==================== score_display
Fig. 1: score_display, met2 routing
(3 px per micron)
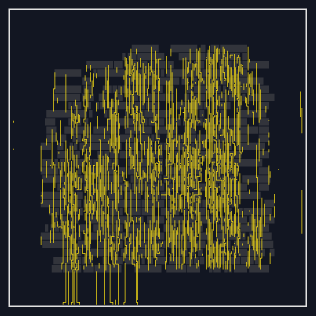
Fig. 2: score_display, sequential cells colored by netlist name
(4 px per micron) Other sequential cells in the stronger gray, the rest of the logic in the fainter gray.
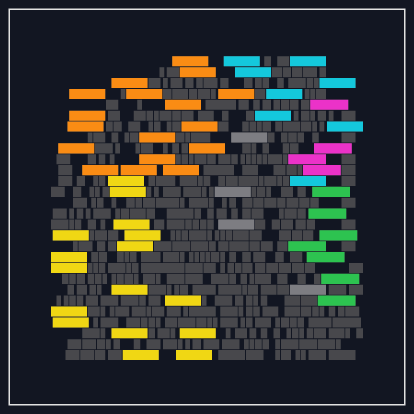
[src/rtl/simon_pkg.sv]
// Shared Simon display definitions: active-low seven-segment patterns, blank code,
// display-mode encodings, default dividers and a BCD increment helper.
package simon_pkg;

    localparam int DEF_REFRESH_DIV = 100000;
    localparam int DEF_BLINK_DIV   = 250;

    localparam logic [6:0] SEG_BLANK = 7'h7F;

    // Index = decimal digit; bit0 = segment a ... bit6 = segment g, low = lit.
    localparam logic [6:0] SEG_DIGITS [10] = '{
        7'h40, 7'h79, 7'h24, 7'h30, 7'h19,
        7'h12, 7'h02, 7'h78, 7'h00, 7'h10
    };

    typedef enum logic [1:0] {
        SHOW      = 2'd0,
        BLINK_ON  = 2'd1,
        BLINK_OFF = 2'd2
    } disp_mode_e;

    function automatic logic [15:0] bcd_inc(input logic [15:0] v);
        logic [15:0] r;
        logic        c;
        r = v;
        c = 1'b1;
        for (int i = 0; i < 4; i++) begin
            if (c) begin
                if (r[4*i +: 4] == 4'd9) begin
                    r[4*i +: 4] = 4'd0;
                end else begin
                    r[4*i +: 4] = r[4*i +: 4] + 4'd1;
                    c = 1'b0;
                end
            end
        end
        return r;
    endfunction

endpackage

[src/rtl/seg7_decode.sv]
// Combinational BCD nibble to active-low seven-segment pattern, with blank override.
module seg7_decode
    import simon_pkg::*;
(
    input  logic [3:0] bcd,
    input  logic       blank,
    output logic [6:0] seg
);

    always_comb begin
        seg = SEG_BLANK;
        if (!blank && bcd <= 4'd9) seg = SEG_DIGITS[bcd];
    end

endmodule

[src/rtl/score_display.sv]
// BCD score counter with multiplexed 4-digit seven-segment drive and error blink.
// Optional best-score register and show_best port when SCORE_BEST_EN is defined.
module score_display
    import simon_pkg::*;
#(
    parameter int REFRESH_DIV = DEF_REFRESH_DIV,
    parameter int BLINK_DIV   = DEF_BLINK_DIV
) (
    input  logic        clk,
    input  logic        reset,
    input  logic        round_ok,
    input  logic        game_over,
    input  logic        clear,
`ifdef SCORE_BEST_EN
    input  logic        show_best,
`endif
    output logic [15:0] score,
    output logic [6:0]  seg,
    output logic [3:0]  an
);

    localparam int NUM_DIGITS = 4;
    localparam int RW = $clog2(REFRESH_DIV);
    localparam int BW = (BLINK_DIV > 1) ? $clog2(BLINK_DIV) : 1;

    logic [RW-1:0]                   ref_cnt;
    logic                            tick;
    logic [1:0]                      dig_idx, dig_nxt;
    logic [BW-1:0]                   blink_cnt;
    logic                            blink_wrap;
    disp_mode_e                      mode, mode_nxt;
    logic [15:0]                     disp_val;
    logic [NUM_DIGITS-1:0]           blank;
    logic [NUM_DIGITS-1:0][6:0]      dig_seg;

    assign tick       = (ref_cnt == RW'(REFRESH_DIV - 1));
    assign dig_nxt    = tick ? dig_idx + 2'd1 : dig_idx;
    assign blink_wrap = game_over && tick && (blink_cnt == BW'(BLINK_DIV - 1));

    always_ff @(posedge clk or negedge reset) begin
        if (!reset) begin
            score <= 16'h0000;
        end else if (clear) begin
            score <= 16'h0000;
        end else if (!game_over && round_ok && score != 16'h9999) begin
            score <= bcd_inc(score);
        end
    end

    always_ff @(posedge clk or negedge reset) begin
        if (!reset) begin
            ref_cnt <= '0;
            dig_idx <= 2'd0;
        end else begin
            ref_cnt <= tick ? '0 : ref_cnt + RW'(1);
            dig_idx <= dig_nxt;
        end
    end

    // Blink counter only runs while the error state is held; dropping it restarts the phase.
    always_ff @(posedge clk or negedge reset) begin
        if (!reset) begin
            blink_cnt <= '0;
        end else if (!game_over) begin
            blink_cnt <= '0;
        end else if (tick) begin
            blink_cnt <= blink_wrap ? '0 : blink_cnt + BW'(1);
        end
    end

    always_ff @(posedge clk or negedge reset) begin
        if (!reset) mode <= SHOW;
        else        mode <= mode_nxt;
    end

    always_comb begin
        mode_nxt = mode;
        case (mode)
            SHOW:      if (game_over) mode_nxt = BLINK_ON;
            BLINK_ON:  if (!game_over) mode_nxt = SHOW;
                       else if (blink_wrap) mode_nxt = BLINK_OFF;
            BLINK_OFF: if (!game_over) mode_nxt = SHOW;
                       else if (blink_wrap) mode_nxt = BLINK_ON;
            default:   mode_nxt = SHOW;
        endcase
    end

`ifdef SCORE_BEST_EN
    logic [15:0] best;
    logic        go_d;

    // BCD digits are ordered, so a plain magnitude compare ranks scores.
    always_ff @(posedge clk or negedge reset) begin
        if (!reset) begin
            best <= 16'h0000;
            go_d <= 1'b0;
        end else begin
            go_d <= game_over;
            if (game_over && !go_d && score > best) best <= score;
        end
    end

    assign disp_val = show_best ? best : score;
`else
    assign disp_val = score;
`endif

    always_comb begin
        logic lead;
        lead  = 1'b1;
        blank = '0;
        for (int i = NUM_DIGITS - 1; i > 0; i--) begin
            lead     = lead && (disp_val[4*i +: 4] == 4'd0);
            blank[i] = lead;
        end
    end

    for (genvar i = 0; i < NUM_DIGITS; i++) begin : g_dec
        seg7_decode u_dec (
            .bcd   (disp_val[4*i +: 4]),
            .blank (blank[i]),
            .seg   (dig_seg[i])
        );
    end

    // Outputs are registered from next-cycle state so a new slot or blink phase lands one cycle after its tick.
    always_ff @(posedge clk or negedge reset) begin
        if (!reset) begin
            seg <= SEG_BLANK;
            an  <= 4'hF;
        end else begin
            seg <= dig_seg[dig_nxt];
            an  <= (mode_nxt == BLINK_OFF) ? 4'hF : ~(4'b0001 << dig_nxt);
        end
    end

endmodule

[config.mk]
export PLATFORM = sky130hd
export DESIGN_NAME = score_display
export DESIGN_NICKNAME = d
export VERILOG_FILES = /design/src/rtl/simon_pkg.sv /design/src/rtl/seg7_decode.sv /design/src/rtl/score_display.sv
export SDC_FILE = /design/constraint.sdc
export NUM_CORES = 1
export LEC_CHECK = 0
export CAP_MARGIN = 0
export CORE_MARGIN = 10
export CORE_UTILIZATION = 66
export CTS_BUF_LIST = sky130_fd_sc_hd__clkbuf_8
export DETAILED_ROUTE_END_ITERATION = 8
export GPL_ROUTABILITY_DRIVEN = 0
export GPL_TIMING_DRIVEN = 0
export PLACE_DENSITY = 0.91
export SETUP_SLACK_MARGIN = 0.5
export SYNTH_ARGS = -nofsm -noshare
export SYNTH_HDL_FRONTEND = slang
export SYNTH_HIERARCHICAL = 1
export SYNTH_SLANG_ARGS = --single-unit
[constraint.sdc]
create_clock -name clk -period 3.5 [get_ports clk]
set_input_delay 0.875 -clock clk [delete_from_list [all_inputs] [get_ports clk]]
set_output_delay 0.875 -clock clk [all_outputs]
set_load 0.005 [all_outputs]
==> changes_impl.md <==
### Physical design

- DPL Wire Length: 7061 microns
- Worst Setup Path Type: reg -> reg
- Power Total: 1.181 mW
- Mapped Cells: 453
- Synth Cell Area: 4068 sq um
- Largest cell class: logic gates
- Detail Route Antenna Nets: 0
- Global-route usage over all layers: 19.50%
- Cts hold-fix bufs: 0
- Row cnt: 28
- Xor+xnor area frac: 4.091%
- Tcrit/Tclk final: 78.16%
- Logic area: 2455 sq um
- Status: complete, no violations
- Hold Path Depth: 1
- PortBufs: 30
- Die Wd: 98.51 microns
- Layout area overhead: 12.89%
- Pins Over Slew Limit: 0
- Setup ws final: 764.5 ps
- Peak supply drop: 253.0 uV
- Vias per cell: 6.374
- Post-synth top flop: dfrtp_1
- Well tap count: 75
- Worst Path Arrival: 2950 ps
- Clock sink count: 56
- Routed length per instance: 16.97 microns
- R2R Path End: seg[3]
- Largest net degree at the start of global routing: 31
- Largest cells by area: dfrtp_1 28%, ha_1 10%, dfstp_2 7.1%
- Largest area contributor in the netlist: dfrtp_1
- Hold crit path type: reg -> reg
- R2r startpoint: score[13]
- Tool warnings: 50
Notes on Fig. 1 above:
439 nets have wire on it. The layer carries 4760 microns of wire. The longest straight run is 33.3 microns. The wires run mostly vertical. The layer holds 49% of the routed length.
vias: 3614
met2 usage: 33.38%
final WL: 9624 microns

Notes on Fig. 2 above:
Green shows seg, placed flops 7, where right middle. Yellow shows score, placed flops 16. Magenta shows an, placed flops 4. Cyan shows blink_cnt, placed flops 8, where top right. Orange shows ref_cnt, placed flops 17.
Sequential Power: 663 uW
sequential share of cell area: 30.82%
register area: 1415 sq um

==> cells in the mapped netlist, drive strengths merged (5+ instances only) <==
cell type,count
inv,24
mux2,8
o21ai,29
o211ai,5
or3,14
nor3,11
dfstp,11
xnor2,9
xor2,10
o31ai,7
nand2,37
dfrtp,45
nor2b,6
a22oi,8
buf,10
and3,9
ha,34
nand4,6
nor2,44
a21boi,5
nand3,15
o221ai,14
nand2b,10
a21oi,35
clkbuf,8
==> registers in the layout, indices dropped and copies added (netlist names) <==
signal / cells
seg: 7
blink_cnt: 8
ref_cnt: 17
score: 16
dig_idx: 2
mode: 2
an: 4
==> metal layers <==
| metal | share of wire (%) | wire length (microns) | GRT usage (%) | up-vias |
|---|---|---|---|---|
| met4 | 1.5 | 148 | 5.402 | 0 |
| met3 | 7.6 | 730 | 4.399 | 22 |
| met2 | 49 | 4760 | 33.38 | 169 |
| met1 | 41 | 3985 | 24.01 | 1738 |
| met5 | 0 | 0 | 0 | - |
| li1 | - | - | - | 1685 |
==> where the power goes <==
part / internal [mW] / leakage [nW] / switching (mW)
combinational: 0.0322 / 1.09 / 0.0427
sequential: 0.658 / 0.727 / 0.00543
clock: 0.217 / 0.0600 / 0.226
total: 0.907 / 1.87 / 0.274

==================== bounce_emulator
$ cat src/rtl/bounce_emulator.sv
// Pseudo-button pad driver: turns a clean press request into an active-low pad
// signal that bounces with LFSR-timed gaps before settling at the requested level.
module bounce_emulator #(
    parameter int          BOUNCE_COUNT  = 6,
    parameter int          GAP_BITS      = 8,
    parameter int          SETTLE_CYCLES = 1024,
    parameter logic [15:0] SEED          = 16'hACE1
) (
    input  logic clk,
    input  logic resetn,
    input  logic press,
    output logic buttonOut,
    output logic busy,
    output logic done
);

    localparam logic [15:0] LFSR_MASK = 16'hB400;
    localparam int TOG_W = (BOUNCE_COUNT > 0) ? $clog2(BOUNCE_COUNT + 1) : 1;
    localparam int GAP_W = GAP_BITS + 1;
    localparam int SET_W = $clog2(SETTLE_CYCLES) + 1;
    localparam logic [TOG_W-1:0] TOG_LOAD = TOG_W'(BOUNCE_COUNT);
    localparam logic [SET_W-1:0] SET_LAST = SET_W'(SETTLE_CYCLES - 1);

    typedef enum logic [1:0] {
        IDLE,
        BOUNCE,
        SETTLE
    } state_t;

    state_t             state_reg, state_next;
    logic [15:0]        lfsr_reg, lfsr_next;
    logic [GAP_W-1:0]   gap_reg, gap_next;
    logic [TOG_W-1:0]   toggles_reg, toggles_next;
    logic [SET_W-1:0]   settle_reg, settle_next;
    logic               target_reg, target_next;
    logic               pad_reg, pad_next;
    logic               busy_reg, busy_next;
    logic               done_reg, done_next;
    logic [GAP_W-1:0]   gap_load;

    // Galois right-shift LFSR; the feedback bit is the one shifted out of bit 0.
    genvar gi;
    generate
        for (gi = 0; gi < 15; gi++) begin : g_lfsr
            assign lfsr_next[gi] = lfsr_reg[gi+1] ^ (LFSR_MASK[gi] & lfsr_reg[0]);
        end
    endgenerate
    assign lfsr_next[15] = LFSR_MASK[15] & lfsr_reg[0];

    assign gap_load = GAP_W'(lfsr_reg[GAP_BITS-1:0]) + GAP_W'(1);

    always_ff @(posedge clk or negedge resetn) begin
        if (!resetn) begin
            state_reg   <= IDLE;
            lfsr_reg    <= SEED;
            gap_reg     <= '0;
            toggles_reg <= '0;
            settle_reg  <= '0;
            target_reg  <= 1'b1;
            pad_reg     <= 1'b1;
            busy_reg    <= 1'b0;
            done_reg    <= 1'b0;
        end else begin
            state_reg   <= state_next;
            lfsr_reg    <= lfsr_next;
            gap_reg     <= gap_next;
            toggles_reg <= toggles_next;
            settle_reg  <= settle_next;
            target_reg  <= target_next;
            pad_reg     <= pad_next;
            busy_reg    <= busy_next;
            done_reg    <= done_next;
        end
    end

    always_comb begin
        state_next   = state_reg;
        gap_next     = gap_reg;
        toggles_next = toggles_reg;
        settle_next  = settle_reg;
        target_next  = target_reg;
        pad_next     = pad_reg;
        busy_next    = busy_reg;
        done_next    = 1'b0;
        case (state_reg)
            IDLE: begin
                // Pad is active-low, so press equal to the pad level means they disagree.
                if (press == pad_reg) begin
                    target_next  = ~press;
                    toggles_next = TOG_LOAD;
                    busy_next    = 1'b1;
                    if (BOUNCE_COUNT > 0) begin
                        gap_next   = gap_load;
                        state_next = BOUNCE;
                    end else begin
                        settle_next = '0;
                        pad_next    = ~press;
                        state_next  = SETTLE;
                    end
                end
            end
            BOUNCE: begin
                if (gap_reg == GAP_W'(1)) begin
                    toggles_next = toggles_reg - TOG_W'(1);
                    gap_next     = gap_load;
                    // The last toggle lands on the target level whatever the count parity.
                    if (toggles_reg == TOG_W'(1)) begin
                        pad_next    = target_reg;
                        settle_next = '0;
                        state_next  = SETTLE;
                    end else begin
                        pad_next = ~pad_reg;
                    end
                end else begin
                    gap_next = gap_reg - GAP_W'(1);
                end
            end
            SETTLE: begin
                if (settle_reg == SET_LAST) begin
                    done_next  = 1'b1;
                    busy_next  = 1'b0;
                    state_next = IDLE;
                end else begin
                    settle_next = settle_reg + SET_W'(1);
                end
            end
            default: begin
                state_next = IDLE;
            end
        endcase
    end

    assign buttonOut = pad_reg;
    assign busy      = busy_reg;
    assign done      = done_reg;

endmodule

$ cat config.mk
export PLATFORM = sky130hd
export DESIGN_NAME = bounce_emulator
export DESIGN_NICKNAME = d
export VERILOG_FILES = /design/src/rtl/bounce_emulator.sv
export SDC_FILE = /design/constraint.sdc
export NUM_CORES = 1
export LEC_CHECK = 0
export CORE_MARGIN = 2
export CORE_UTILIZATION = 30
export CTS_CLUSTER_DIAMETER = 30
export CTS_CLUSTER_SIZE = 28
export DETAILED_ROUTE_END_ITERATION = 12
export DONT_BUFFER_PORTS = 1
export HOLD_SLACK_MARGIN = 0.02
export MAX_ROUTING_LAYER = met4
export PLACE_DENSITY = 0.44
export RECOVER_POWER = 100
export SLEW_MARGIN = 20
export SYNTH_ARGS = -nofsm -noshare
export SYNTH_HDL_FRONTEND = slang
export SYNTH_SLANG_ARGS = --single-unit
$ cat constraint.sdc
create_clock -name clk -period 2.8 [get_ports clk]
set_input_delay 0.28 -clock clk [delete_from_list [all_inputs] [get_ports clk]]
set_output_delay 0.28 -clock clk [all_outputs]
set_load 0.1 [all_outputs]
Fig. 3: bounce_emulator, sequential cells colored by netlist name
(6 px per micron) Other sequential cells in the stronger gray, the rest of the logic in the fainter gray.
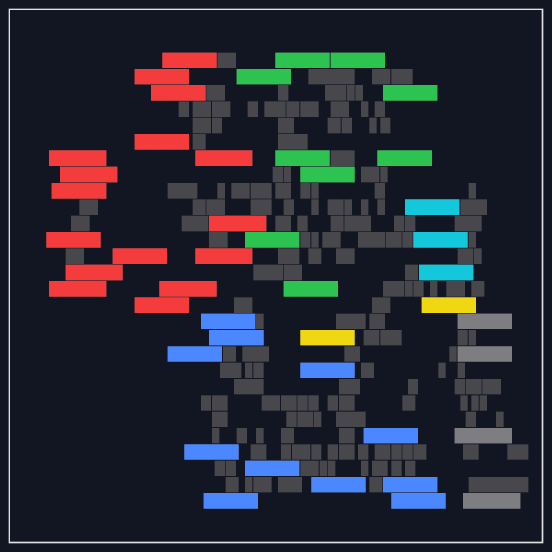
Blue shows settle_reg, placed flops 11, where bottom middle. Green shows gap_reg, placed flops 9. Yellow shows state_reg, placed flops 2. Cyan shows toggles_reg, placed flops 3. Red shows lfsr_reg, placed flops 16.
sequential share of cell area: 47.47%
Core Util, Final: 34.92%

Fig. 4: bounce_emulator, selected gate families
(6 px per micron)
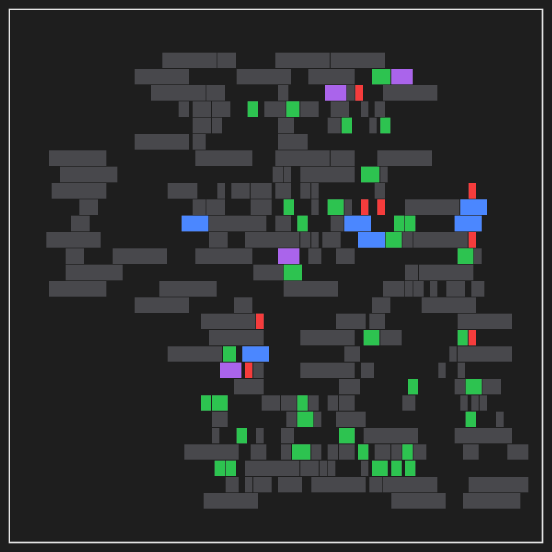
Red shows inverters, cells 8. Green shows inverting AOI/OAI gates, cells 34. Blue shows adder and majority cells, cells 6. Purple shows multiplexers, cells 4.
combinational share of cell area: 39.59%
Non-Filler Instances: 303
most numerous logic cell after layout: dfrtp_1

Fig. 5: bounce_emulator, met2 routing
(3 px per micron)
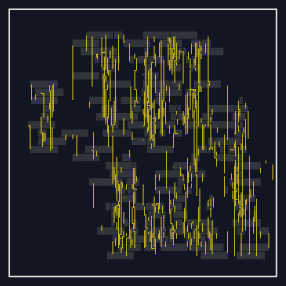
The layer holds 46% of the routed length. 177 nets have wire on it. The wires run mostly vertical.
vias: 1504
met2 usage: 18.39%

==> changes_impl.md <==
### Physical design

- Minimum clock period: 2317 ps
- Worst-path cell chain: inv_1 -> ha_1 -> nor4b_1 -> nand3_1 -> o21ai_0 -> o22ai_1
- CTS tree: yes
- Pins Over Slew Limit: 0
- Maximum clock frequency: 431.5 MHz
- Hold path start: press
- # Cells Yosys: 198
- Initial antenna violation count: 0
- Clock Power Share: 26.7%
- Gate power share: 21.3%
- Hold Path Depth: 3
- Htree depth: 2
- R2R Setup Slk: 480 ps
- Synth async-reset ratio: 100.0%
- Layout cells sized above 1: 10.63%
- Cts hold-fix bufs: 2
- Psw: 525.2 uW
- Sequential Power: 838 uW
- Largest register FFs: 16
- Peak supply drop: 220.6 uV
- Syn_area_per_cell: 10.85 sq um
- Crit path capture type: flop
- Number of global-route vias before repair: 1518
- Register area: 1139 sq um
- Worst slack, placed: 701.6 ps
- Synth Warn #: 0
- Drt drc: 0
- Worst Setup Path Type: reg -> reg
- Sequential fraction of the synthesis area: 53.00%
- Status: complete, no violations
- Worst-margin pin slew: 1278 ps
- Syn_nets: 207
- Clock net power: 430 uW
- Hold crit path type: in -> reg
cell families after synthesis:
group	Yosys count	synth area share [%]
and+or+nand+nor	73	19.86
DFF	45	53.00
AOI/OAI and AO/OA	43	13.57
xor gates and xnor gates	14	5.708
buffers and inverters	13	2.504
adders and majority gates	6	3.494
muxes	4	1.864
layout make-up:
type | instances | area share [%]
Inverter | 8 | 1.252
Timing Repair Buffer | 6 | 2.660
Clock inverter | 2 | 0.5738
Multi-Input combinational cell | 140 | 39.59
Tap cell | 96 | 5.008
Sequential cell | 45 | 47.47
Clock buffer | 6 | 3.443
Yosys cell counts (all sizes together), types with 6 or more instances:
cell | n | area share, %
a21oi | 11 | 2.6
dfrtp | 35 | 41
dfstp | 10 | 12
ha | 6 | 3.5
inv | 8 | 1.4
nand2 | 14 | 2.4
nand3 | 12 | 2.8
nor2 | 13 | 2.4
nor3 | 6 | 1.4
o21ai | 8 | 1.9
xnor2 | 7 | 2.9
xor2 | 7 | 2.9
layer usage:
metal	wire, microns	part of all wire [%]	up-vias	track usage (%)
met2	1863	46	20	18.39
met3	128	3.1	7	2.892
met5	0	0	-	-
li1	-	-	735	-
met1	2009	49	742	17.19
met4	72	1.8	0	4.545


==> layout pictures side by side <==
Close-up of the layout.
image #1
Region (24, 42) to (64, 82) microns. Cells in gray, sequential cells in the stronger gray; small squares are vias.
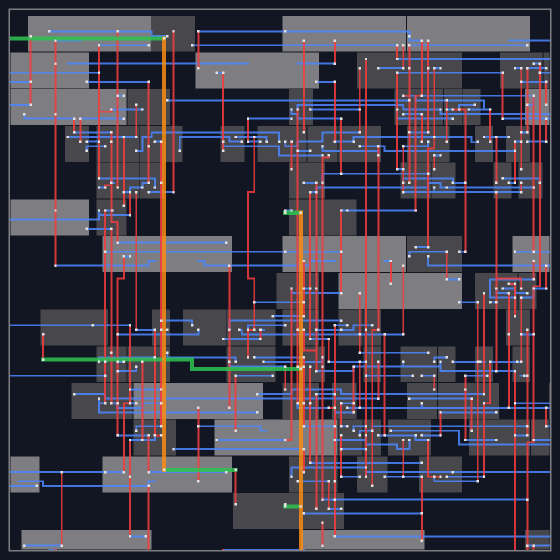
image #2
Region (29, 49) to (69, 89) microns. Cells in gray, sequential cells in the stronger gray; small squares are vias.
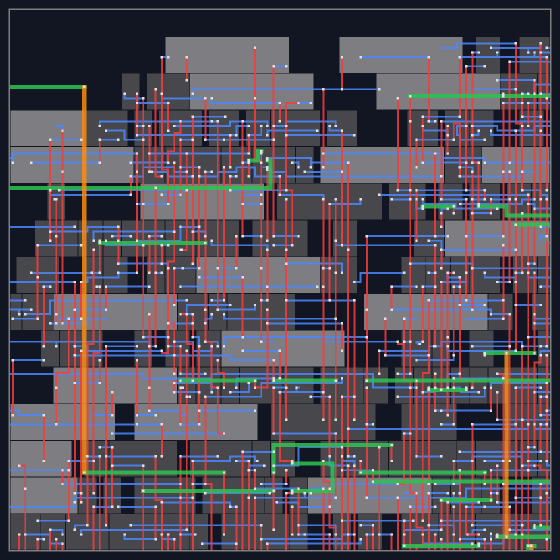
bounce_emulator -> image #1
score_display -> image #2

Power figures rest on the tool's default switching activity, not on a simulated workload.
